=== design 1 ===
==> src/rtl/tanh_sched_pkg.sv <==
// Shared definitions for the tanh PLA scheduler.
//   state_e    : scheduler FSM encoding (IDLE / ACTIVE / DRAIN)
//   clog2_f    : ceiling log2 with a minimum of 1, used for ID and pointer widths
//   ONE_HALF   : 0.5 in the PLA output format at the default W_OUT
//   one_half_f : 0.5 in the PLA output format for an arbitrary W_OUT
package tanh_sched_pkg;

  typedef enum logic [1:0] {
    ST_IDLE   = 2'd0,
    ST_ACTIVE = 2'd1,
    ST_DRAIN  = 2'd2
  } state_e;

  function automatic int clog2_f(input int n);
    int r;
    r = 0;
    for (int v = n - 1; v > 0; v = v >> 1) r++;
    return (r == 0) ? 1 : r;
  endfunction

  // Output format has 2 integer bits, so 1.0 = 2^(W_OUT-2) and 0.5 = 2^(W_OUT-3).
  function automatic int one_half_f(input int w_out);
    return 1 << (w_out - 3);
  endfunction

  localparam int W_OUT_DEF = 10;
  localparam int ONE_HALF  = 1 << (W_OUT_DEF - 3);

endpackage

==> src/rtl/pla_rsp_fifo.sv <==
// Response FIFO for the tanh PLA scheduler.
// Ports:
//   clk_i, rst_i      : clock, asynchronous active-high reset
//   wr_en_i, wr_data_i: push request and data (never issued while full)
//   rd_en_i           : pop request, ignored while empty
//   rd_data_o         : head entry, forced to zero while empty
//   full_o, empty_o   : occupancy flags
module pla_rsp_fifo
  import tanh_sched_pkg::*;
#(
  parameter int DEPTH = 4,
  parameter int WIDTH = 12
) (
  input  logic             clk_i,
  input  logic             rst_i,
  input  logic             wr_en_i,
  input  logic [WIDTH-1:0] wr_data_i,
  input  logic             rd_en_i,
  output logic [WIDTH-1:0] rd_data_o,
  output logic             full_o,
  output logic             empty_o
);

  localparam int PTR_W = clog2_f(DEPTH);
  localparam int CNT_W = clog2_f(DEPTH + 1);

  logic [WIDTH-1:0] mem_q [DEPTH];
  logic [PTR_W-1:0] wr_ptr_q, rd_ptr_q;
  logic [CNT_W-1:0] count_q;
  logic             do_wr, do_rd;

  assign full_o  = (count_q == CNT_W'(DEPTH));
  assign empty_o = (count_q == '0);
  assign do_wr   = wr_en_i && !full_o;
  assign do_rd   = rd_en_i && !empty_o;

  // Pointers wrap explicitly so DEPTH need not be a power of two.
  function automatic logic [PTR_W-1:0] ptr_inc(input logic [PTR_W-1:0] p);
    return (p == PTR_W'(DEPTH - 1)) ? '0 : p + 1'b1;
  endfunction

  always_ff @(posedge clk_i or posedge rst_i) begin
    if (rst_i) begin
      wr_ptr_q <= '0;
      rd_ptr_q <= '0;
      count_q  <= '0;
    end else begin
      if (do_wr) wr_ptr_q <= ptr_inc(wr_ptr_q);
      if (do_rd) rd_ptr_q <= ptr_inc(rd_ptr_q);
      count_q <= count_q + CNT_W'(do_wr) - CNT_W'(do_rd);
    end
  end

  always_ff @(posedge clk_i) begin
    if (do_wr) mem_q[wr_ptr_q] <= wr_data_i;
  end

  assign rd_data_o = empty_o ? '0 : mem_q[rd_ptr_q];

  // Credit-based issue upstream makes a write into a full FIFO impossible.
  a_no_overflow : assert property (@(posedge clk_i) disable iff (rst_i) !(wr_en_i && full_o));

endmodule

==> src/rtl/tanh_pla_sched.sv <==
// Shares one registered tanh PLA among N_REQ requesters.
// Round-robin grant, registered issue stage, PLA_LAT-deep tag pipe carrying the
// requester ID, and a response FIFO guarded by issue credits.
// Ports:
//   clock, reset          : clock, asynchronous active-high reset
//   en                    : 1 = grant requests, 0 = stop granting and drain
//   req_valid/req_ready   : per-requester handshake (req_ready one-hot or zero)
//   req_data              : packed samples, requester i at [i*W_IN +: W_IN]
//   req_op                : (TANH_SCHED_SIGMOID_EN only) 0 = tanh, 1 = sigmoid
//   pla_in, pla_in_valid  : sample to the shared PLA
//   pla_out               : PLA result, PLA_LAT cycles after pla_in
//   rsp_valid/rsp_ready   : response FIFO head handshake
//   rsp_id, rsp_data      : requester ID and result at the FIFO head
//   idle                  : IDLE state, nothing in flight, FIFO empty
// Optional feature macro: TANH_SCHED_SIGMOID_EN adds req_op and sigmoid
// evaluation as sigmoid(x) = tanh(x/2)/2 + 1/2.
module tanh_pla_sched
  import tanh_sched_pkg::*;
#(
  parameter  int N_REQ      = 4,
  parameter  int W_IN       = 10,
  parameter  int W_OUT      = 10,
  parameter  int PLA_LAT    = 1,
  parameter  int FIFO_DEPTH = 4,
  localparam int ID_W       = clog2_f(N_REQ)
) (
  input  logic                    clock,
  input  logic                    reset,
  input  logic                    en,
  input  logic [N_REQ-1:0]        req_valid,
  output logic [N_REQ-1:0]        req_ready,
  input  logic [N_REQ*W_IN-1:0]   req_data,
`ifdef TANH_SCHED_SIGMOID_EN
  input  logic [N_REQ-1:0]        req_op,
`endif
  output logic [W_IN-1:0]         pla_in,
  output logic                    pla_in_valid,
  input  logic [W_OUT-1:0]        pla_out,
  output logic                    rsp_valid,
  input  logic                    rsp_ready,
  output logic [ID_W-1:0]         rsp_id,
  output logic [W_OUT-1:0]        rsp_data,
  output logic                    idle
);

  localparam int                     CRD_W   = clog2_f(FIFO_DEPTH + 1);
  localparam logic [CRD_W-1:0]       CRD_MAX = CRD_W'(FIFO_DEPTH);
  localparam logic signed [W_OUT-1:0] HALF   = W_OUT'(one_half_f(W_OUT));

  state_e                 state_q, state_d;
  logic [ID_W-1:0]        ptr_q, ptr_d;
  logic [CRD_W-1:0]       credits_q, credits_d;
  logic                   idle_q;
  logic                   issue_ok, hs, pop, grant_found;
  logic [ID_W-1:0]        grant_id;
  logic signed [W_IN-1:0] raw_sample, issue_sample;

  logic [W_IN-1:0]        pla_in_q;
  logic                   pla_in_valid_q;
  logic [ID_W-1:0]        iss_id_q;
  logic                   tag_vld_q [PLA_LAT];
  logic [ID_W-1:0]        tag_id_q  [PLA_LAT];

  logic signed [W_OUT-1:0]   wr_result;
  logic [ID_W+W_OUT-1:0]     fifo_rd_data;
  logic                      fifo_empty, fifo_full;

`ifdef TANH_SCHED_SIGMOID_EN
  logic iss_op_q;
  logic tag_op_q [PLA_LAT];

  // Sigmoid argument is halved before the shared tanh PLA.
  function automatic logic signed [W_IN-1:0] sig_pre(input logic signed [W_IN-1:0] x);
    return x >>> 1;
  endfunction

  // Halve the tanh result and shift it up by 0.5.
  function automatic logic signed [W_OUT-1:0] sig_post(input logic signed [W_OUT-1:0] y);
    return (y >>> 1) + HALF;
  endfunction
`endif

  // Round-robin search: first valid index at or after the pointer, wrapping.
  always_comb begin
    int idx;
    grant_found = 1'b0;
    grant_id    = '0;
    idx         = 0;
    for (int off = 0; off < N_REQ; off++) begin
      idx = int'(ptr_q) + off;
      if (idx >= N_REQ) idx = idx - N_REQ;
      if (!grant_found && req_valid[idx]) begin
        grant_found = 1'b1;
        grant_id    = ID_W'(idx);
      end
    end
  end

  assign issue_ok  = (state_q == ST_ACTIVE) && (credits_q != '0);
  assign hs        = issue_ok && grant_found;
  assign req_ready = hs ? (N_REQ'(1) << grant_id) : '0;
  assign pop       = rsp_valid && rsp_ready;

  always_comb begin
    raw_sample   = req_data[int'(grant_id)*W_IN +: W_IN];
    issue_sample = raw_sample;
`ifdef TANH_SCHED_SIGMOID_EN
    if (req_op[grant_id]) issue_sample = sig_pre(raw_sample);
`endif
  end

  always_comb begin
    ptr_d = ptr_q;
    if (hs) ptr_d = (grant_id == ID_W'(N_REQ - 1)) ? '0 : grant_id + 1'b1;

    // A handshake consumes a credit, a pop returns one.
    credits_d = credits_q;
    if (hs && !pop)      credits_d = credits_q - 1'b1;
    else if (!hs && pop) credits_d = credits_q + 1'b1;

    // Full credits next cycle means nothing in flight and the FIFO empty.
    state_d = state_q;
    unique case (state_q)
      ST_IDLE:   if (en) state_d = ST_ACTIVE;
      ST_ACTIVE: if (!en) state_d = ST_DRAIN;
      ST_DRAIN: begin
        if (en)                        state_d = ST_ACTIVE;
        else if (credits_d == CRD_MAX) state_d = ST_IDLE;
      end
      default:   state_d = ST_IDLE;
    endcase
  end

  // ---- issue stage: handshake at edge k drives pla_in during cycle k+1 ----
  always_ff @(posedge clock or posedge reset) begin
    if (reset) begin
      state_q        <= ST_IDLE;
      ptr_q          <= '0;
      credits_q      <= CRD_MAX;
      idle_q         <= 1'b1;
      pla_in_q       <= '0;
      pla_in_valid_q <= 1'b0;
      iss_id_q       <= '0;
`ifdef TANH_SCHED_SIGMOID_EN
      iss_op_q       <= 1'b0;
`endif
    end else begin
      state_q        <= state_d;
      ptr_q          <= ptr_d;
      credits_q      <= credits_d;
      idle_q         <= (state_d == ST_IDLE) && (credits_d == CRD_MAX);
      pla_in_valid_q <= hs;
      if (hs) begin
        pla_in_q <= issue_sample;
        iss_id_q <= grant_id;
`ifdef TANH_SCHED_SIGMOID_EN
        iss_op_q <= req_op[grant_id];
`endif
      end
    end
  end

  // ---- tag pipe: last stage lines up with pla_out ----
  always_ff @(posedge clock or posedge reset) begin
    if (reset) begin
      for (int s = 0; s < PLA_LAT; s++) begin
        tag_vld_q[s] <= 1'b0;
        tag_id_q[s]  <= '0;
`ifdef TANH_SCHED_SIGMOID_EN
        tag_op_q[s]  <= 1'b0;
`endif
      end
    end else begin
      tag_vld_q[0] <= pla_in_valid_q;
      tag_id_q[0]  <= iss_id_q;
`ifdef TANH_SCHED_SIGMOID_EN
      tag_op_q[0]  <= iss_op_q;
`endif
      for (int s = 1; s < PLA_LAT; s++) begin
        tag_vld_q[s] <= tag_vld_q[s-1];
        tag_id_q[s]  <= tag_id_q[s-1];
`ifdef TANH_SCHED_SIGMOID_EN
        tag_op_q[s]  <= tag_op_q[s-1];
`endif
      end
    end
  end

  // ---- response stage: PLA result enters the FIFO ----
  always_comb begin
    wr_result = pla_out;
`ifdef TANH_SCHED_SIGMOID_EN
    if (tag_op_q[PLA_LAT-1]) wr_result = sig_post(pla_out);
`endif
  end

  pla_rsp_fifo #(
    .DEPTH (FIFO_DEPTH),
    .WIDTH (ID_W + W_OUT)
  ) u_fifo (
    .clk_i     (clock),
    .rst_i     (reset),
    .wr_en_i   (tag_vld_q[PLA_LAT-1]),
    .wr_data_i ({tag_id_q[PLA_LAT-1], wr_result}),
    .rd_en_i   (rsp_ready),
    .rd_data_o (fifo_rd_data),
    .full_o    (fifo_full),
    .empty_o   (fifo_empty)
  );

  assign rsp_valid    = !fifo_empty;
  assign rsp_id       = fifo_rd_data[W_OUT +: ID_W];
  assign rsp_data     = fifo_rd_data[W_OUT-1:0];
  assign pla_in       = pla_in_q;
  assign pla_in_valid = pla_in_valid_q;
  assign idle         = idle_q;

  // Credits account for the FIFO, so it can only be full with no credits left.
  a_full_no_credit : assert property (@(posedge clock) disable iff (reset)
                                      fifo_full |-> (credits_q == '0));

endmodule

==> config.mk <==
export PLATFORM = sky130hd
export DESIGN_NAME = tanh_pla_sched
export DESIGN_NICKNAME = d
export VERILOG_FILES = /design/src/rtl/tanh_sched_pkg.sv /design/src/rtl/pla_rsp_fifo.sv /design/src/rtl/tanh_pla_sched.sv
export SDC_FILE = /design/constraint.sdc
export NUM_CORES = 1
export LEC_CHECK = 0
export CAP_MARGIN = 20
export CORE_MARGIN = 2
export CORE_UTILIZATION = 45
export DETAILED_ROUTE_END_ITERATION = 8
export GPL_TIMING_DRIVEN = 1
export HOLD_SLACK_MARGIN = 0.1
export PLACE_DENSITY = 0.79
export RECOVER_POWER = 100
export SLEW_MARGIN = 20
export SYNTH_ARGS = -nofsm -noshare
export SYNTH_HDL_FRONTEND = slang
export SYNTH_SLANG_ARGS = --single-unit
export TNS_END_PERCENT = 1
==> constraint.sdc <==
create_clock -name clock -period 6.25 [get_ports clock]
set_clock_uncertainty 0.2 [all_clocks]
set_input_delay 0.9375 -clock clock [delete_from_list [all_inputs] [get_ports clock]]
set_output_delay 0.9375 -clock clock [all_outputs]
set_load 0.01 [all_outputs]
Fig. 1: design 1, logic cells by family
(3 px per um)
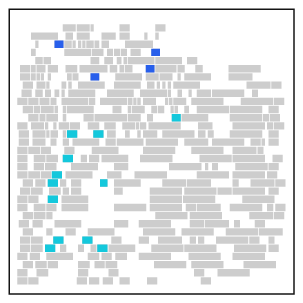
XOR/XNOR gates: shown in blue, cells 4, most used xnor2_1. AND-OR and OR-AND gates: shown in cyan, cells 12, most used a221o_1.
fin cells: 450
most frequent logic cell in the layout: edfxtp_1
Comb/total area: 0.278

Fig. 2: design 1, where the registers sit
(4 px per um) Other sequential cells in the stronger gray, the rest of the logic in the fainter gray.
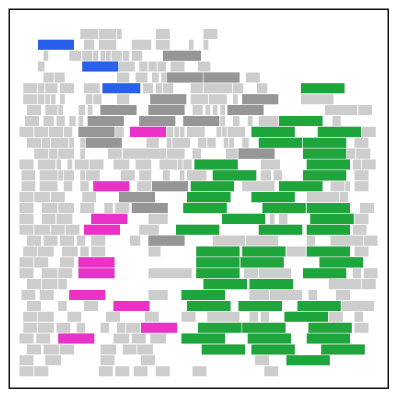
u_fifo.mem_q: shown in green, sequential cells 48. credits_q: shown in blue, sequential cells 3. pla_in: shown in magenta, sequential cells 10.
Another 18 sequential cells are not colored.

==> ci_impl_report.md <==
### Metrics collected by this job

| Metric | Value |
|---|---|
| Max Slew Vio Count | 32 |
| Net Sw Frac | 0.322 |
| Post-synth ARST share | 0.392 |
| Routed WL | 7050 um |
| Critical Setup Path Class | input pin to output pin |
| DR vias/cell | 5.18 |
| Clock-net power | 414 uW |
| Grt ovf | 0 |
| Comb. pwr | 797 uW |
| Top power group | sequential cells |
| Maximum vdd drop | 0.203 mV |
| Seq group | 825 uW |
| Post-Syn Nets | 326 |
| # H-tree levels | 3 |
| Combinational share of power | 0.391 |
| Vias in the first global route | 2475 |
| Register area share after synthesis | 0.604 |
| Synth unique cells | 38 |
| Most used flip-flop cell | edfxtp_1 |
| Worst setup margin | 1.28 ns |
| Total CTS buffers | 9 |
| Critical path startpoint | req_valid[1] |
| WP depth | 8 |
| Non-clock buffer count | 88 |
| I/O pins | 87 |
| Metal2 WL | 3320 um |
| Most numerous logic cells after layout | 48 x edfxtp_1, 47 x clkdlybuf4s50_1, 39 x dlygate4sd3_1 |
| Status | finished, violations left |
| Met2 Resource Use GR | 0.278 |
| GRT met3 Usage | 0.0638 |
| Buf+Inv Stages, Crit Path | 3 |
| Period minus WS final | 4.97 ns |
| DRT Pass-1 Iters | 4 |
| Gate Area | 1350 um^2 |
| Registers, synthesis | 79 |
| Largest class | sequential cells |
| Failing checks | capacitance limit, slew limit |
| Setup crit start kind | input pin |
| Final hold violation count | 0 |
| Maxcap violations | 1 |
| Clock power share | 0.204 |
| Met1 GRT Util | 0.230 |
| Sequential cell area share | 0.458 |
| Drt drc | 0 |
| Initial core utilization | 0.471 |
Fig. 3: design 1, close-up of the layout
Window x 58 to 83, y 58 to 83 um. Cells in gray, sequential cells in the stronger gray; small squares are vias.
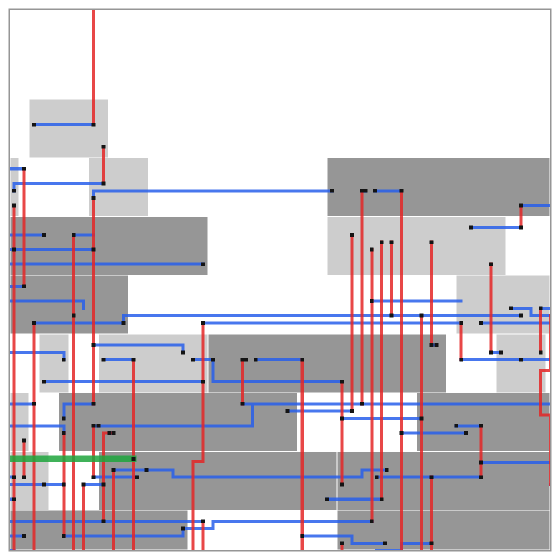
met3: shown in green. met2: shown in red. met1: shown in blue.
18 logic cells have their middle in the window. Netlist names of flops here include u_fifo.mem_q (7), u_fifo.rd_ptr_q (2). Sequential cells in the window: 10. Most frequent: edfxtp_1 (7), dfrtp_1 (3), mux4_2 (2).

cell families after synthesis:
group | after synthesis | synth area share
compound gates | 35 | 0.0725
xor+xnor | 4 | 0.00953
fa+ha+maj | 15 | 0.0531
buf+inv | 27 | 0.0289
flops | 79 | 0.604
mux | 32 | 0.135
simple gates | 61 | 0.0973
flip-flops by register name, summed over array words and instances, names as in the netlist, 2 cells and up:
register and cells:
tag_id_q 2, pla_in 10, u_fifo.wr_ptr_q 2, u_fifo.mem_q 48, u_fifo.count_q 3, u_fifo.rd_ptr_q 2, ptr_q 2, credits_q 3
iss_id_q 2, state_q 2

=== design 2 ===
Fig. 4: design 2, clock distribution
(6 px per um)
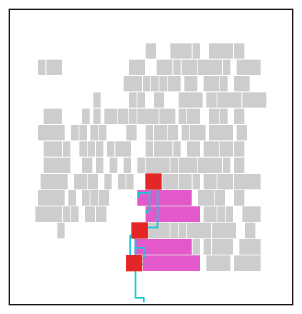
Fig. 5: design 2, routing congestion map
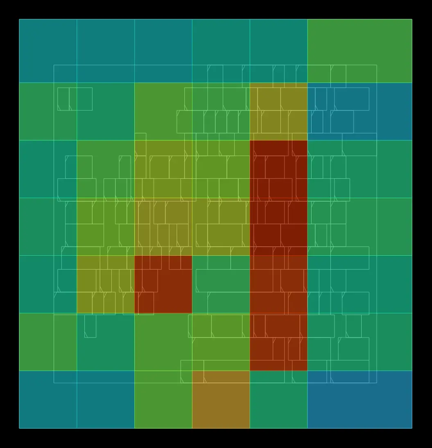
$ cat src/rtl/multicycle_control_pkg.sv
// Shared encodings for the multicycle RV32I control path: opcodes, control-field
// codes, FSM state encoding and the packed control word.
package multicycle_control_pkg;

    localparam int STATE_W = 4;

    localparam logic [6:0] OP_R   = 7'b0110011;
    localparam logic [6:0] OP_I   = 7'b0010011;
    localparam logic [6:0] OP_LD  = 7'b0000011;
    localparam logic [6:0] OP_ST  = 7'b0100011;
    localparam logic [6:0] OP_BEQ = 7'b1100011;
    localparam logic [6:0] OP_JAL = 7'b1101111;

    // Also consumed by the immediate generator.
    localparam logic [2:0] IMM_I = 3'd0;
    localparam logic [2:0] IMM_S = 3'd1;
    localparam logic [2:0] IMM_B = 3'd2;
    localparam logic [2:0] IMM_J = 3'd3;

    localparam logic [1:0] ALU_ADD   = 2'd0;
    localparam logic [1:0] ALU_CMP   = 2'd1;
    localparam logic [1:0] ALU_FUNCT = 2'd2;

    localparam logic       SRCA_PC  = 1'b0;
    localparam logic       SRCA_RS1 = 1'b1;

    localparam logic [1:0] SRCB_RS2  = 2'd0;
    localparam logic [1:0] SRCB_IMM  = 2'd1;
    localparam logic [1:0] SRCB_FOUR = 2'd2;

    localparam logic [1:0] WBSEL_ALU = 2'd0;
    localparam logic [1:0] WBSEL_MEM = 2'd1;
    localparam logic [1:0] WBSEL_PC4 = 2'd2;

    typedef enum logic [STATE_W-1:0] {
        S_FETCH    = 4'd0,
        S_DECODE   = 4'd1,
        S_EXEC_R   = 4'd2,
        S_EXEC_I   = 4'd3,
        S_MEM_ADDR = 4'd4,
        S_MEM_RD   = 4'd5,
        S_MEM_WR   = 4'd6,
        S_WB_ALU   = 4'd7,
        S_WB_MEM   = 4'd8,
        S_BRANCH   = 4'd9,
        S_JAL      = 4'd10,
        S_HALT     = 4'd11
    } state_t;

    typedef struct packed {
        logic       ir_write;
        logic       pc_write;
        logic       pc_write_cond;
        logic [2:0] imm_sel;
        logic       alu_src_a;
        logic [1:0] alu_src_b;
        logic [1:0] alu_op;
        logic       mem_read;
        logic       mem_write;
        logic       reg_write;
        logic [1:0] wb_sel;
        logic       halted;
    } ctrl_t;

endpackage

$ cat src/rtl/multicycle_control_control_outputs.sv
// Combinational state-to-control-word decoder. Only FETCH looks at mem_ready
// (IR/PC load on the completing read) and only MEM_ADDR looks at the load/store flag.
module control_outputs
    import multicycle_control_pkg::*;
(
    input  state_t state,
    input  logic   mem_ready,
    input  logic   is_load,
    output ctrl_t  ctrl
);

    always_comb begin
        ctrl = '0;
        case (state)
            S_FETCH: begin
                ctrl.mem_read  = 1'b1;
                ctrl.alu_src_a = SRCA_PC;
                ctrl.alu_src_b = SRCB_FOUR;
                ctrl.alu_op    = ALU_ADD;
                ctrl.ir_write  = mem_ready;
                ctrl.pc_write  = mem_ready;
            end
            S_DECODE: begin
                ctrl.alu_src_a = SRCA_PC;
                ctrl.alu_src_b = SRCB_IMM;
                ctrl.imm_sel   = IMM_B;
            end
            S_EXEC_R: begin
                ctrl.alu_src_a = SRCA_RS1;
                ctrl.alu_src_b = SRCB_RS2;
                ctrl.alu_op    = ALU_FUNCT;
            end
            S_EXEC_I: begin
                ctrl.alu_src_a = SRCA_RS1;
                ctrl.alu_src_b = SRCB_IMM;
                ctrl.imm_sel   = IMM_I;
                ctrl.alu_op    = ALU_FUNCT;
            end
            S_MEM_ADDR: begin
                ctrl.alu_src_a = SRCA_RS1;
                ctrl.alu_src_b = SRCB_IMM;
                ctrl.alu_op    = ALU_ADD;
                ctrl.imm_sel   = is_load ? IMM_I : IMM_S;
            end
            S_MEM_RD: ctrl.mem_read = 1'b1;
            S_MEM_WR: ctrl.mem_write = 1'b1;
            S_WB_ALU: begin
                ctrl.reg_write = 1'b1;
                ctrl.wb_sel    = WBSEL_ALU;
            end
            S_WB_MEM: begin
                ctrl.reg_write = 1'b1;
                ctrl.wb_sel    = WBSEL_MEM;
            end
            S_BRANCH: begin
                ctrl.alu_src_a     = SRCA_RS1;
                ctrl.alu_src_b     = SRCB_RS2;
                ctrl.alu_op        = ALU_CMP;
                ctrl.pc_write_cond = 1'b1;
            end
            S_JAL: begin
                ctrl.imm_sel   = IMM_J;
                ctrl.alu_src_a = SRCA_PC;
                ctrl.alu_src_b = SRCB_IMM;
                ctrl.pc_write  = 1'b1;
                ctrl.reg_write = 1'b1;
                ctrl.wb_sel    = WBSEL_PC4;
            end
            S_HALT: ctrl.halted = 1'b1;
            default: ctrl = '0;
        endcase
    end

endmodule

$ cat src/rtl/multicycle_control.sv
// Moore sequencer for the multicycle RV32I datapath; the state register and
// next-state logic live here, the control word comes from control_outputs.
//
// state    | meaning
// ---------+-----------------------------------------------
// FETCH    | read instruction, PC+4; IR/PC load on mem_ready
// DECODE   | read regs, precompute branch target, dispatch
// EXEC_R   | register-register ALU op
// EXEC_I   | register-immediate ALU op
// MEM_ADDR | effective address for load/store
// MEM_RD   | load data read, waits on mem_ready
// MEM_WR   | store data write, waits on mem_ready
// WB_ALU   | write ALU result to rd
// WB_MEM   | write load data to rd
// BRANCH   | compare, conditional PC load
// JAL      | PC <- target, rd <- PC+4
// HALT     | illegal opcode, sticky until reset
module multicycle_control
    import multicycle_control_pkg::*;
#(
    parameter int RESET_STATE_W = 4
)
(
    input  logic                     clk,
    input  logic                     rst,
    input  logic [6:0]               opcode,
    input  logic                     mem_ready,
    input  logic                     branch_taken,
    output logic                     ir_write,
    output logic                     pc_write,
    output logic                     pc_write_cond,
    output logic [2:0]               imm_sel,
    output logic                     alu_src_a,
    output logic [1:0]               alu_src_b,
    output logic [1:0]               alu_op,
    output logic                     mem_read,
    output logic                     mem_write,
    output logic                     reg_write,
    output logic [1:0]               wb_sel,
    output logic                     halted,
    output logic [RESET_STATE_W-1:0] state
);

    state_t state_q;
    ctrl_t  ctrl;
    logic   is_load;

    // The IR holds the opcode stable from DECODE until the next FETCH completes.
    assign is_load = (opcode == OP_LD);

    always_ff @(posedge clk or posedge rst) begin
        if (rst) begin
            state_q <= S_FETCH;
        end else begin
            case (state_q)
                S_FETCH:    state_q <= mem_ready ? S_DECODE : S_FETCH;
                S_DECODE: begin
                    case (opcode)
                        OP_R:         state_q <= S_EXEC_R;
                        OP_I:         state_q <= S_EXEC_I;
                        OP_LD, OP_ST: state_q <= S_MEM_ADDR;
                        OP_BEQ:       state_q <= S_BRANCH;
                        OP_JAL:       state_q <= S_JAL;
                        default:      state_q <= S_HALT;
                    endcase
                end
                S_EXEC_R:   state_q <= S_WB_ALU;
                S_EXEC_I:   state_q <= S_WB_ALU;
                S_MEM_ADDR: state_q <= is_load ? S_MEM_RD : S_MEM_WR;
                S_MEM_RD:   state_q <= mem_ready ? S_WB_MEM : S_MEM_RD;
                S_MEM_WR:   state_q <= mem_ready ? S_FETCH : S_MEM_WR;
                S_WB_ALU:   state_q <= S_FETCH;
                S_WB_MEM:   state_q <= S_FETCH;
                S_BRANCH:   state_q <= S_FETCH;
                S_JAL:      state_q <= S_FETCH;
                S_HALT:     state_q <= S_HALT;
                default:    state_q <= S_FETCH;
            endcase
        end
    end

    control_outputs u_control_outputs (
        .state     (state_q),
        .mem_ready (mem_ready),
        .is_load   (is_load),
        .ctrl      (ctrl)
    );

    // branch_taken gates the PC in the datapath; the sequence itself never depends on it.
    logic unused_branch_taken;
    assign unused_branch_taken = branch_taken;

    assign ir_write      = ctrl.ir_write;
    assign pc_write      = ctrl.pc_write;
    assign pc_write_cond = ctrl.pc_write_cond;
    assign imm_sel       = ctrl.imm_sel;
    assign alu_src_a     = ctrl.alu_src_a;
    assign alu_src_b     = ctrl.alu_src_b;
    assign alu_op        = ctrl.alu_op;
    assign mem_read      = ctrl.mem_read;
    assign mem_write     = ctrl.mem_write;
    assign reg_write     = ctrl.reg_write;
    assign wb_sel        = ctrl.wb_sel;
    assign halted        = ctrl.halted;
    assign state         = RESET_STATE_W'(state_q);

endmodule

$ cat config.mk
export PLATFORM = sky130hd
export DESIGN_NAME = multicycle_control
export DESIGN_NICKNAME = d
export VERILOG_FILES = /design/src/rtl/multicycle_control_pkg.sv /design/src/rtl/multicycle_control_control_outputs.sv /design/src/rtl/multicycle_control.sv
export SDC_FILE = /design/constraint.sdc
export NUM_CORES = 1
export LEC_CHECK = 0
export ABC_AREA = 1
export CAP_MARGIN = 30
export CORE_AREA = 4 4 43 45
export CTS_CLUSTER_SIZE = 14
export DETAILED_ROUTE_END_ITERATION = 16
export DIE_AREA = 0 0 47 49
export GPL_TIMING_DRIVEN = 0
export PLACE_DENSITY = 0.77
export SLEW_MARGIN = 40
export SYNTH_ARGS = -nofsm -noshare
export SYNTH_HDL_FRONTEND = slang
export SYNTH_SLANG_ARGS = --single-unit
$ cat constraint.sdc
create_clock -name clk -period 1.7 [get_ports clk]
set_input_delay 0.34 -clock clk [delete_from_list [all_inputs] [get_ports clk]]
set_output_delay 0.34 -clock clk [all_outputs]
set_load 0.02 [all_outputs]
==> ci_impl_report.md <==
### Metrics collected by this job

| Metric | Value |
|---|---|
| DR vias/cell | 4.65 |
| Unrepaired setup endpoints after global routing | true |
| Post-CTS Hold Buffers | 0 |
| Max reg flops | 4 |
| Status | finished clean |
| Worst setup margin | 0.00765 ns |
| Register area share after synthesis | 0.192 |
| Number of cells after detailed placement | 136 |
| Net Sw Frac | 0.539 |
| I/O pins | 32 |
| CTS tree | built |
| Tot Pwr | 1620 uW |
| CP Capture Type | output pin |
| DRT Pass-1 Iters | 4 |
| # fillers | 133 |
| FF-to-FF Start | state[3] |
| Layout area overhead | 78.4% |
| Worst Hold Class | input pin to asynchronous set/reset pin |
| Synth area leader | dfrtp_1 |
| Non-clk buf share | 0.353 |
| Clk latency late pin | 0.23 ns |
| Post-Syn Nets | 102 |
| CP arrival | 1.35 ns |
| DRT met1 WL | 529 um |
| Critical Setup Path Class | flop to output pin |
| Largest class | combinational gates |
| Max Slew Vio Count | 0 |
About Fig. 4:
clock wires: shown in cyan, length 43.1 um. flip-flops: shown in magenta, count 4. cells driving clock nets: shown in red, count 3.
Position of the flops: bottom middle. There are 4 routed clock nets.

About Fig. 5:
gr busiest metal: met2
Util after Layout: 0.631
met2 Resource Use GR: 0.235

-- worst max path at each step --
stage | from | depth (start not counted) | endpoint | slack (ns)
finish | state[2] | 6 | alu_src_a | 0.008
global route | state[0] | 6 | pc_write | -0.07
CTS | state[2] | 6 | pc_write | -0.06
detailed placement | opcode[6] | 6 | imm_sel[0] | -0.51
global placement | opcode[6] | 6 | imm_sel[0] | -0.51
floorplan | state[2] | 5 | imm_sel[0] | 0.02
-- cells by family after synthesis --
family,Yosys count,share of synthesized area
AND/OR/NAND/NOR,55,0.529
buffers and inverters,20,0.151
AND-OR/OR-AND,11,0.120
flip-flops,4,0.192
other,1,0.00720

=== design 3 ===
===== src/rtl/snake_ctrl.sv =====
// snake_ctrl: game controller for the snake body stage.
// Generates the move strobe (valid), the committed move direction and the run enable
// from a programmable tick. Filters player keys so the snake never reverses in one move,
// runs the idle/run/pause/over game FSM and pulses game_rst between games. Each
// snake_score speeds up the tick once per SCORE_PER_LEVEL scores; snake_lose ends the game.
//
// Ports:
//   clk, rst                     clock and synchronous active-high reset
//   key_up/down/left/right       debounced direction key levels
//   key_start                    start/pause/restart key level
//   snake_score                  one-cycle eat pulse from the body stage
//   snake_lose                   lose level from the body stage
//   enb                          high while the game is running
//   direction                    committed move direction, updated with valid
//   valid                        one-cycle move strobe
//   game_rst                     body-stage re-init pulse
//   game_state                   0 idle, 1 run, 2 pause, 3 over
//   score_count                  saturating score for the current game
module snake_ctrl #(
  parameter int unsigned TICK_WIDTH      = 25,
  parameter int unsigned TICK_PERIOD     = 25000000,
  parameter int unsigned TICK_STEP       = 1000000,
  parameter int unsigned TICK_MIN        = 5000000,
  parameter int unsigned SCORE_PER_LEVEL = 4,
  parameter int unsigned DIRECTION_WIDTH = 2,
  parameter logic [DIRECTION_WIDTH-1:0] DIR_UP    = 2'b00,
  parameter logic [DIRECTION_WIDTH-1:0] DIR_DOWN  = 2'b11,
  parameter logic [DIRECTION_WIDTH-1:0] DIR_LEFT  = 2'b10,
  parameter logic [DIRECTION_WIDTH-1:0] DIR_RIGHT = 2'b01
) (
  input  logic                       clk,
  input  logic                       rst,
  input  logic                       key_up,
  input  logic                       key_down,
  input  logic                       key_left,
  input  logic                       key_right,
  input  logic                       key_start,
  input  logic                       snake_score,
  input  logic                       snake_lose,
  output logic                       enb,
  output logic [DIRECTION_WIDTH-1:0] direction,
  output logic                       valid,
  output logic                       game_rst,
  output logic [1:0]                 game_state,
  output logic [7:0]                 score_count
);

  localparam int unsigned TW1 = TICK_WIDTH + 1;
  localparam int unsigned LEVEL_WIDTH = (SCORE_PER_LEVEL > 1) ? $clog2(SCORE_PER_LEVEL) : 1;
  localparam logic [LEVEL_WIDTH-1:0] LEVEL_LAST = LEVEL_WIDTH'(SCORE_PER_LEVEL - 1);
  localparam logic [TICK_WIDTH-1:0] PERIOD_INIT = TICK_WIDTH'(TICK_PERIOD);
  localparam logic [TW1-1:0] STEP_EXT = TW1'(TICK_STEP);
  localparam logic [TW1-1:0] MIN_EXT  = TW1'(TICK_MIN);

  typedef enum logic [1:0] {StIdle = 2'd0, StRun = 2'd1, StPause = 2'd2, StOver = 2'd3} state_e;

  state_e state_q, state_d;

  logic [4:0]                 key_q, key_now, key_rise;
  logic                       start_rise, run, tick;
  logic [DIRECTION_WIDTH-1:0] direction_q, direction_d, pending_q, pending_d, ref_inv;
  logic [TICK_WIDTH-1:0]      cnt_q, cnt_d, period_q, period_d, period_dec;
  logic [TW1-1:0]             period_ext;
  logic [LEVEL_WIDTH-1:0]     level_q, level_d;
  logic [7:0]                 score_q, score_d;
  logic                       valid_q, valid_d, enb_q, enb_d, game_rst_q, game_rst_d;

  assign key_now    = {key_start, key_right, key_left, key_down, key_up};
  assign key_rise   = key_now & ~key_q;
  assign start_rise = key_rise[4];

  // State register
  always_ff @(posedge clk) begin
    if (rst) state_q <= StIdle;
    else     state_q <= state_d;
  end

  // Next-state logic; lose beats a simultaneous start edge in RUN
  always_comb begin
    state_d = state_q;
    case (state_q)
      StIdle:  if (start_rise) state_d = StRun;
      StRun: begin
        if (snake_lose)      state_d = StOver;
        else if (start_rise) state_d = StPause;
      end
      StPause: if (start_rise) state_d = StRun;
      StOver:  if (start_rise) state_d = StIdle;
      default: state_d = StIdle;
    endcase
  end

  assign run = (state_q == StRun);
  // >= rather than == so a shrunken period fires immediately on an already-large count.
  // Ticks are suppressed on the cycle RUN is left so valid never appears outside RUN.
  assign tick = run && (state_d == StRun) &&
                (({1'b0, cnt_q} + TW1'(1)) >= {1'b0, period_q});
  // A key in a tick cycle is judged against the direction about to be committed
  assign ref_inv = ~(tick ? pending_q : direction_q);

  // Saturating period reduction, widened by one bit so the subtraction cannot wrap
  assign period_ext = {1'b0, period_q};
  assign period_dec = (period_ext < (STEP_EXT + MIN_EXT)) ? TICK_WIDTH'(MIN_EXT)
                                                          : TICK_WIDTH'(period_ext - STEP_EXT);

  // Datapath and output next-state logic
  always_comb begin
    direction_d = direction_q;
    pending_d   = pending_q;
    cnt_d       = cnt_q;
    period_d    = period_q;
    level_d     = level_q;
    score_d     = score_q;
    valid_d     = 1'b0;
    game_rst_d  = 1'b0;
    enb_d       = (state_d == StRun);

    case (state_q)
      StRun:   cnt_d = tick ? '0 : cnt_q + TICK_WIDTH'(1);
      StPause: cnt_d = cnt_q;
      default: cnt_d = '0;
    endcase

    if (tick) begin
      direction_d = pending_q;
      valid_d     = 1'b1;
    end

    // Priority up > down > left > right; an illegal key falls through to the next
    if (run) begin
      if (key_rise[0] && (DIR_UP != ref_inv))         pending_d = DIR_UP;
      else if (key_rise[1] && (DIR_DOWN != ref_inv))  pending_d = DIR_DOWN;
      else if (key_rise[2] && (DIR_LEFT != ref_inv))  pending_d = DIR_LEFT;
      else if (key_rise[3] && (DIR_RIGHT != ref_inv)) pending_d = DIR_RIGHT;
    end

    if (run && snake_score) begin
      score_d = (score_q == 8'hFF) ? score_q : score_q + 8'd1;
      if (level_q == LEVEL_LAST) begin
        level_d  = '0;
        period_d = period_dec;
      end else begin
        level_d = level_q + LEVEL_WIDTH'(1);
      end
    end

    // Restart from OVER: re-init the body stage and all game state
    if ((state_q == StOver) && start_rise) begin
      game_rst_d  = 1'b1;
      direction_d = DIR_RIGHT;
      pending_d   = DIR_RIGHT;
      period_d    = PERIOD_INIT;
      cnt_d       = '0;
      level_d     = '0;
      score_d     = '0;
    end
  end

  always_ff @(posedge clk) begin
    if (rst) begin
      key_q       <= '1;
      direction_q <= DIR_RIGHT;
      pending_q   <= DIR_RIGHT;
      cnt_q       <= '0;
      period_q    <= PERIOD_INIT;
      level_q     <= '0;
      score_q     <= '0;
      valid_q     <= 1'b0;
      enb_q       <= 1'b0;
      game_rst_q  <= 1'b1;
    end else begin
      key_q       <= key_now;
      direction_q <= direction_d;
      pending_q   <= pending_d;
      cnt_q       <= cnt_d;
      period_q    <= period_d;
      level_q     <= level_d;
      score_q     <= score_d;
      valid_q     <= valid_d;
      enb_q       <= enb_d;
      game_rst_q  <= game_rst_d;
    end
  end

  assign enb         = enb_q;
  assign direction   = direction_q;
  assign valid       = valid_q;
  assign game_rst    = game_rst_q;
  assign game_state  = state_q;
  assign score_count = score_q;

endmodule


===== config.mk =====
export PLATFORM = sky130hd
export DESIGN_NAME = snake_ctrl
export DESIGN_NICKNAME = d
export VERILOG_FILES = /design/src/rtl/snake_ctrl.sv
export SDC_FILE = /design/constraint.sdc
export NUM_CORES = 1
export LEC_CHECK = 0
export ABC_AREA = 0
export CAP_MARGIN = 25
export CORE_MARGIN = 2
export CORE_UTILIZATION = 31
export DETAILED_ROUTE_END_ITERATION = 10
export GPL_TIMING_DRIVEN = 1
export PLACE_DENSITY = 0.44
export SYNTH_ARGS = -nofsm -noshare
export SYNTH_HDL_FRONTEND = slang
export SYNTH_SLANG_ARGS = --single-unit

===== constraint.sdc =====
create_clock -name clk -period 8.2 [get_ports clk]
set_input_delay 2.46 -clock clk [delete_from_list [all_inputs] [get_ports clk]]
set_output_delay 2.46 -clock clk [all_outputs]
set_load 0.01 [all_outputs]

Fig. 6: design 3, logic cells by family
(2 px per um)
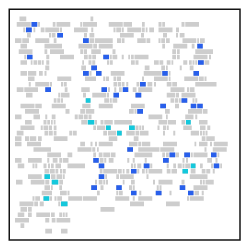
AND-OR and OR-AND gates: shown in cyan, cells 12, most used a21o_1. XOR/XNOR gates: shown in blue, cells 41, most used xnor2_1, where spread over the die.
fin cells: 642
Comb/total area: 0.504

Fig. 7: design 3, routing congestion map
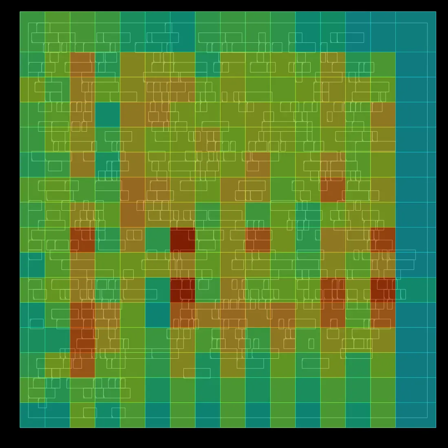
met2 Resource Use GR: 0.253
total track usage: 0.157
routed len/inst: 14.4 um

==> ci_impl_report.md <==
### Metrics collected by this job

| Metric | Value |
|---|---|
| Iteration-0 DRC Markers | 153 |
| DP Worst Slack | 3.04 ns |
| YS chip area | 3790 um^2 |
| Worst Tran Pin Value | 0.916 ns |
| Max-Slew Margin vs Limit | 0.384 |
| Initial core utilization | 0.317 |
| Util after Layout | 0.376 |
| Simple Share, Synth | 0.245 |
| Total number of vias | 3249 |
| MI comb cells | 357 |
| Net Sw Frac | 0.218 |
| Non-clk buf share | 0.0578 |
| Number of cells after detailed placement | 626 |
| Most frequent logic cell in the layout | dfxtp_1 |
| P per Cell Area | 176 nW/um^2 |
| Crit path largest cell delay | 0.79 ns |
| Port Buf Inserts | 23 |
| Synth warnings | 0 |
| CTS tree | built |
| Largest class | combinational gates |
| DRT met1 WL | 4450 um |
| Syn Std Cell Area | 3790 um^2 |
| Die height | 115 um |
| Maximum vdd drop | 0.121 mV |
| Top power group | the clock network |
| Worst setup margin | 3.27 ns |
| RR Endpoint | cnt_q[9] |
| Postcts setup bufs | 0 |
| Registers, synthesis | 68 |
| Routed WL | 9270 um |
| Tap cells | 147 |
| Most numerous logic cells after layout | 68 x dfxtp_1, 63 x nor2_1, 34 x nand2_1 |
| Top Metal Used | met4 |
| Adder Area Share | 0.0792 |
| P_leak | 0.00183 uW |
| GRT met3 Usage | 0.0529 |
| Clkbuf count | 10 |
| Setup violations, final | 0 |
| WP depth | 15 |
| DP HPWL | 6600 um |
| Status | finished clean |
| DRT Pass-1 Iters | 5 |
Fig. 8: design 3, close-up of the layout
Window x 73 to 98, y 73 to 98 um. Cells in gray, sequential cells in the stronger gray; small squares are vias.
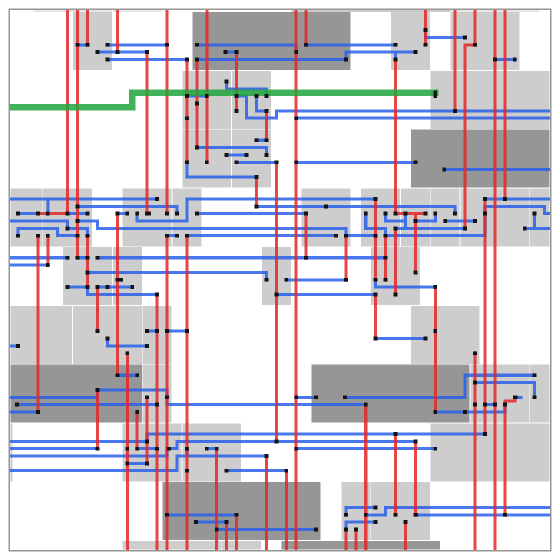
met1: shown in blue. met3: shown in green. met2: shown in red.
Sequential cells in the window: 5. Most frequent: nor2_1 (7), dfxtp_1 (5). Netlist names of flops here include cnt_q (5). 37 logic cells have their middle in the window.

cell families after synthesis:
| family | Yosys count |
|---|---|
| xor+xnor | 41 |
| buf+inv | 42 |
| flops | 68 |
| fa+ha+maj | 24 |
| mux | 2 |
| simple gates | 189 |
| compound gates | 101 |
state kept, by name (all words and copies together), names as in the netlist:
register and count:
enb 1, valid 1, level_q 2, pending_q 2, key_q 5, score_count 8
game_state 2, game_rst 1, cnt_q 25, direction 2, period_q 19

=== design 4 ===
**config.mk**
```make
export PLATFORM = sky130hd
export DESIGN_NAME = fetch_stage
export DESIGN_NICKNAME = d
export VERILOG_FILES = /design/src/rtl/fetch_stage.sv
export SDC_FILE = /design/constraint.sdc
export NUM_CORES = 1
export LEC_CHECK = 0
export CAP_MARGIN = 10
export CORE_UTILIZATION = 27
export DETAILED_ROUTE_END_ITERATION = 12
export PLACE_DENSITY = 0.95
export SKIP_LAST_GASP = 1
export SYNTH_ARGS = -nofsm -noshare
export SYNTH_HDL_FRONTEND = slang
export SYNTH_SLANG_ARGS = --single-unit
```
**constraint.sdc**
```tcl
create_clock -name clk -period 4.2 [get_ports clk]
set_input_delay 0.84 -clock clk [delete_from_list [all_inputs] [get_ports clk]]
set_output_delay 0.84 -clock clk [all_outputs]
set_load 0.1 [all_outputs]
```
**src/rtl/fetch_stage.sv**
```systemverilog
// fetch_stage: front end of the in-order pipeline.
//
// Owns the program counter, drives the instruction memory address and produces
// F_pc / F_inst / F_BP_taken for the F/D pipeline register. Wrong-path fetches
// are squashed to NOP because the F/D register has no flush input.
//
// Optional feature macro: FETCH_BTB_EN
//   defined   -> direct-mapped BTB with 2-bit saturating counters predicts the
//                next PC and is trained from the EX resolution port.
//   undefined -> no BTB; F_BP_taken is 0 and EX_br_* inputs are ignored.
//
// Ports:
//   clk, rst            clock, synchronous active-high reset
//   stall_D             decode stall, holds the PC
//   MEM_stall           freezes the whole front end (beats EX_taken)
//   EX_taken/EX_target  redirect from EX (beats stall_D)
//   EX_br_*             branch resolution / BTB training port
//   imem_addr/rdata     combinational instruction memory interface
//   F_pc/F_inst/F_BP_taken  outputs to the F/D register
module fetch_stage #(
  parameter int unsigned XLEN         = 32,
  parameter int unsigned PC_BITS      = 12,
  parameter int unsigned BTB_IDX_BITS = 4,
  parameter int unsigned RESET_PC     = 0
) (
  input  logic               clk,
  input  logic               rst,
  input  logic               stall_D,
  input  logic               MEM_stall,
  input  logic               EX_taken,
  input  logic [PC_BITS-1:0] EX_target,
  input  logic               EX_br_valid,
  input  logic [PC_BITS-1:0] EX_br_pc,
  input  logic               EX_br_taken,
  input  logic [PC_BITS-1:0] EX_br_target,
  output logic [PC_BITS-1:0] imem_addr,
  input  logic [XLEN-1:0]    imem_rdata,
  output logic [PC_BITS-1:0] F_pc,
  output logic [XLEN-1:0]    F_inst,
  output logic               F_BP_taken
);

  localparam logic [XLEN-1:0] Nop = XLEN'(32'h2000_0000);

  logic [PC_BITS-1:0] r_pc;
  logic [PC_BITS-1:0] w_pc_next;
  logic               w_pred;
  logic [PC_BITS-1:0] w_pred_target;

`ifdef FETCH_BTB_EN
  localparam int unsigned TagBits = PC_BITS - BTB_IDX_BITS - 2;
  localparam int unsigned Entries = 1 << BTB_IDX_BITS;

  logic [Entries-1:0] r_valid;
  logic [TagBits-1:0] r_tag    [Entries];
  logic [PC_BITS-1:0] r_target [Entries];
  logic [1:0]         r_ctr    [Entries];

  logic [BTB_IDX_BITS-1:0] w_idx;
  logic [TagBits-1:0]      w_tag;
  logic                    w_hit;

  logic [BTB_IDX_BITS-1:0] w_u_idx;
  logic [TagBits-1:0]      w_u_tag;
  logic                    w_u_hit;
  logic                    w_u_en;

  // Lookup reads the array before any same-cycle update lands.
  assign w_idx         = r_pc[BTB_IDX_BITS+1:2];
  assign w_tag         = r_pc[PC_BITS-1:BTB_IDX_BITS+2];
  assign w_hit         = r_valid[w_idx] && (r_tag[w_idx] == w_tag);
  assign w_pred        = w_hit && r_ctr[w_idx][1];
  assign w_pred_target = r_target[w_idx];

  assign w_u_idx = EX_br_pc[BTB_IDX_BITS+1:2];
  assign w_u_tag = EX_br_pc[PC_BITS-1:BTB_IDX_BITS+2];
  assign w_u_hit = r_valid[w_u_idx] && (r_tag[w_u_idx] == w_u_tag);
  assign w_u_en  = EX_br_valid && !MEM_stall;

  always_ff @(posedge clk) begin
    if (rst) begin
      r_valid <= '0;
    end else if (w_u_en && !w_u_hit && EX_br_taken) begin
      r_valid[w_u_idx] <= 1'b1;
    end
  end

  // Tag/target/counter need no reset: they are only read behind a valid bit.
  always_ff @(posedge clk) begin
    if (!rst && w_u_en) begin
      if (w_u_hit) begin
        if (EX_br_taken) begin
          r_ctr[w_u_idx]    <= (r_ctr[w_u_idx] == 2'd3) ? 2'd3 : r_ctr[w_u_idx] + 2'd1;
          r_target[w_u_idx] <= EX_br_target;
        end else begin
          r_ctr[w_u_idx] <= (r_ctr[w_u_idx] == 2'd0) ? 2'd0 : r_ctr[w_u_idx] - 2'd1;
        end
      end else if (EX_br_taken) begin
        r_tag[w_u_idx]    <= w_u_tag;
        r_target[w_u_idx] <= EX_br_target;
        r_ctr[w_u_idx]    <= 2'd2;
      end
    end
  end
`else
  logic w_unused;

  assign w_pred        = 1'b0;
  assign w_pred_target = '0;
  assign w_unused      = ^{EX_br_valid, EX_br_pc, EX_br_taken, EX_br_target};
`endif

  always_comb begin
    w_pc_next = r_pc + PC_BITS'(4);
    if (MEM_stall) begin
      w_pc_next = r_pc;
    end else if (EX_taken) begin
      w_pc_next = EX_target;
    end else if (stall_D) begin
      w_pc_next = r_pc;
    end else if (w_pred) begin
      w_pc_next = w_pred_target;
    end
  end

  always_ff @(posedge clk) begin
    if (rst) begin
      r_pc <= PC_BITS'(RESET_PC);
    end else begin
      r_pc <= w_pc_next;
    end
  end

  assign imem_addr  = r_pc;
  assign F_pc       = r_pc;
  assign F_inst     = EX_taken ? Nop : imem_rdata;
  assign F_BP_taken = w_pred && !EX_taken;

endmodule

```
Fig. 9: design 4, M1 wires
(4 px per um)
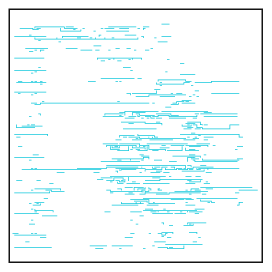
The wires run mostly horizontal. The layer carries 1200 um of wire.
met1 GRT Util: 0.181
total number of vias: 1308
Routed WL: 3260 um

==> ci_impl_report.md <==
### Metrics collected by this job

| Metric | Value |
|---|---|
| Status | finished clean |
| Mapped Cells | 143 |
| DP HPWL | 2560 um |
| Vias in the first global route | 1259 |
| Largest net degree at the start of global routing | 31 |
| Clock Skew | 0.00412 ns |
| Initial core utilization | 0.291 |
| Critical Setup Path Class | flop to output pin |
| Total CTS buffers | 3 |
| FF-to-FF Start | F_pc[4] |
| P_leak | 0.000750 uW |
| Gp weighted congestion | 0.842 |
| Core area | 3440 um^2 |
| Top cells by area | dfxtp_1 24%, nor2b_1 19%, buf_4 11% |
| Layout area overhead | 92.0% |
| First-pass GRT wire length | 5290 um |
| Post-DP Area | 1880 um^2 |
| Top-count cell post-synth | nor2b_1 |
| YS chip area | 1000 um^2 |
| Final non-filler cell area | 1920 um^2 |
| Maxcap violations | 0 |
| Max reg flops | 12 |
| DRT met1 WL | 1200 um |
| N_diodes | 0 |
| Ys cells | 143 |
| Worst Tran Pin Value | 0.985 ns |
| Post-synth ARST share | 0 |
| GRT met3 Usage | 0.0310 |
| Max-Slew Margin vs Limit | 0.342 |
| DRT Pass-1 Iters | 4 |
| CP Capture Type | output pin |
| CP arrival | 1.98 ns |
| Most numerous logic cells after layout | 71 x clkdlybuf4s50_1, 33 x buf_4, 31 x nor2b_1 |
| Comb/total area | 0.320 |
| Util after Layout | 0.558 |
| Routed len/inst | 11.9 um |
| ClkCell Share | 0.0215 |
power breakdown:
group / switching, uW / internal [uW]
registers: 9.91 / 120
clock network: 43.0 / 63.3
logic: 256 / 95.2
worst paths after layout:
path / end / slack [ns] / cells past startpoint
hold reg to reg: F_pc[1] / 0.50 / 2
setup reg to reg: F_pc[11] / 2.39 / 4
setup / recovery: F_pc[4] / 1.38 / 1
hold / removal: F_pc[1] / 0.50 / 2


==> gallery <==
M1 wires.
(a)
(3 px per um)
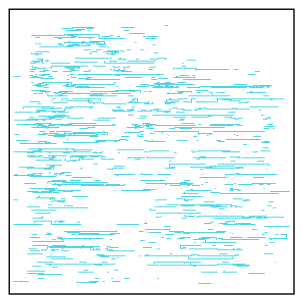
(b)
(2 px per um)
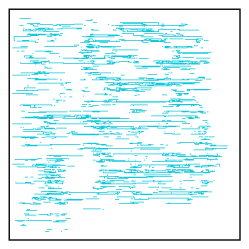
(c)
(6 px per um)
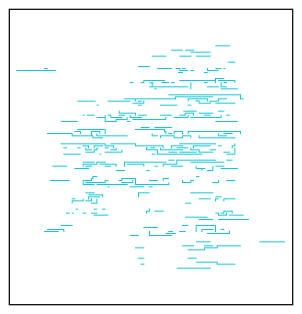
design 2: (c)
design 3: (b)
design 1: (a)
The one with the largest die is (b).

Key to (a):
The layer holds 44% of the routed length. 352 nets have wire on it. The layer carries 3100 um of wire. The longest straight run is 28.5 um. The wires run mostly horizontal.

Power figures rest on the tool's default switching activity, not on a simulated workload.
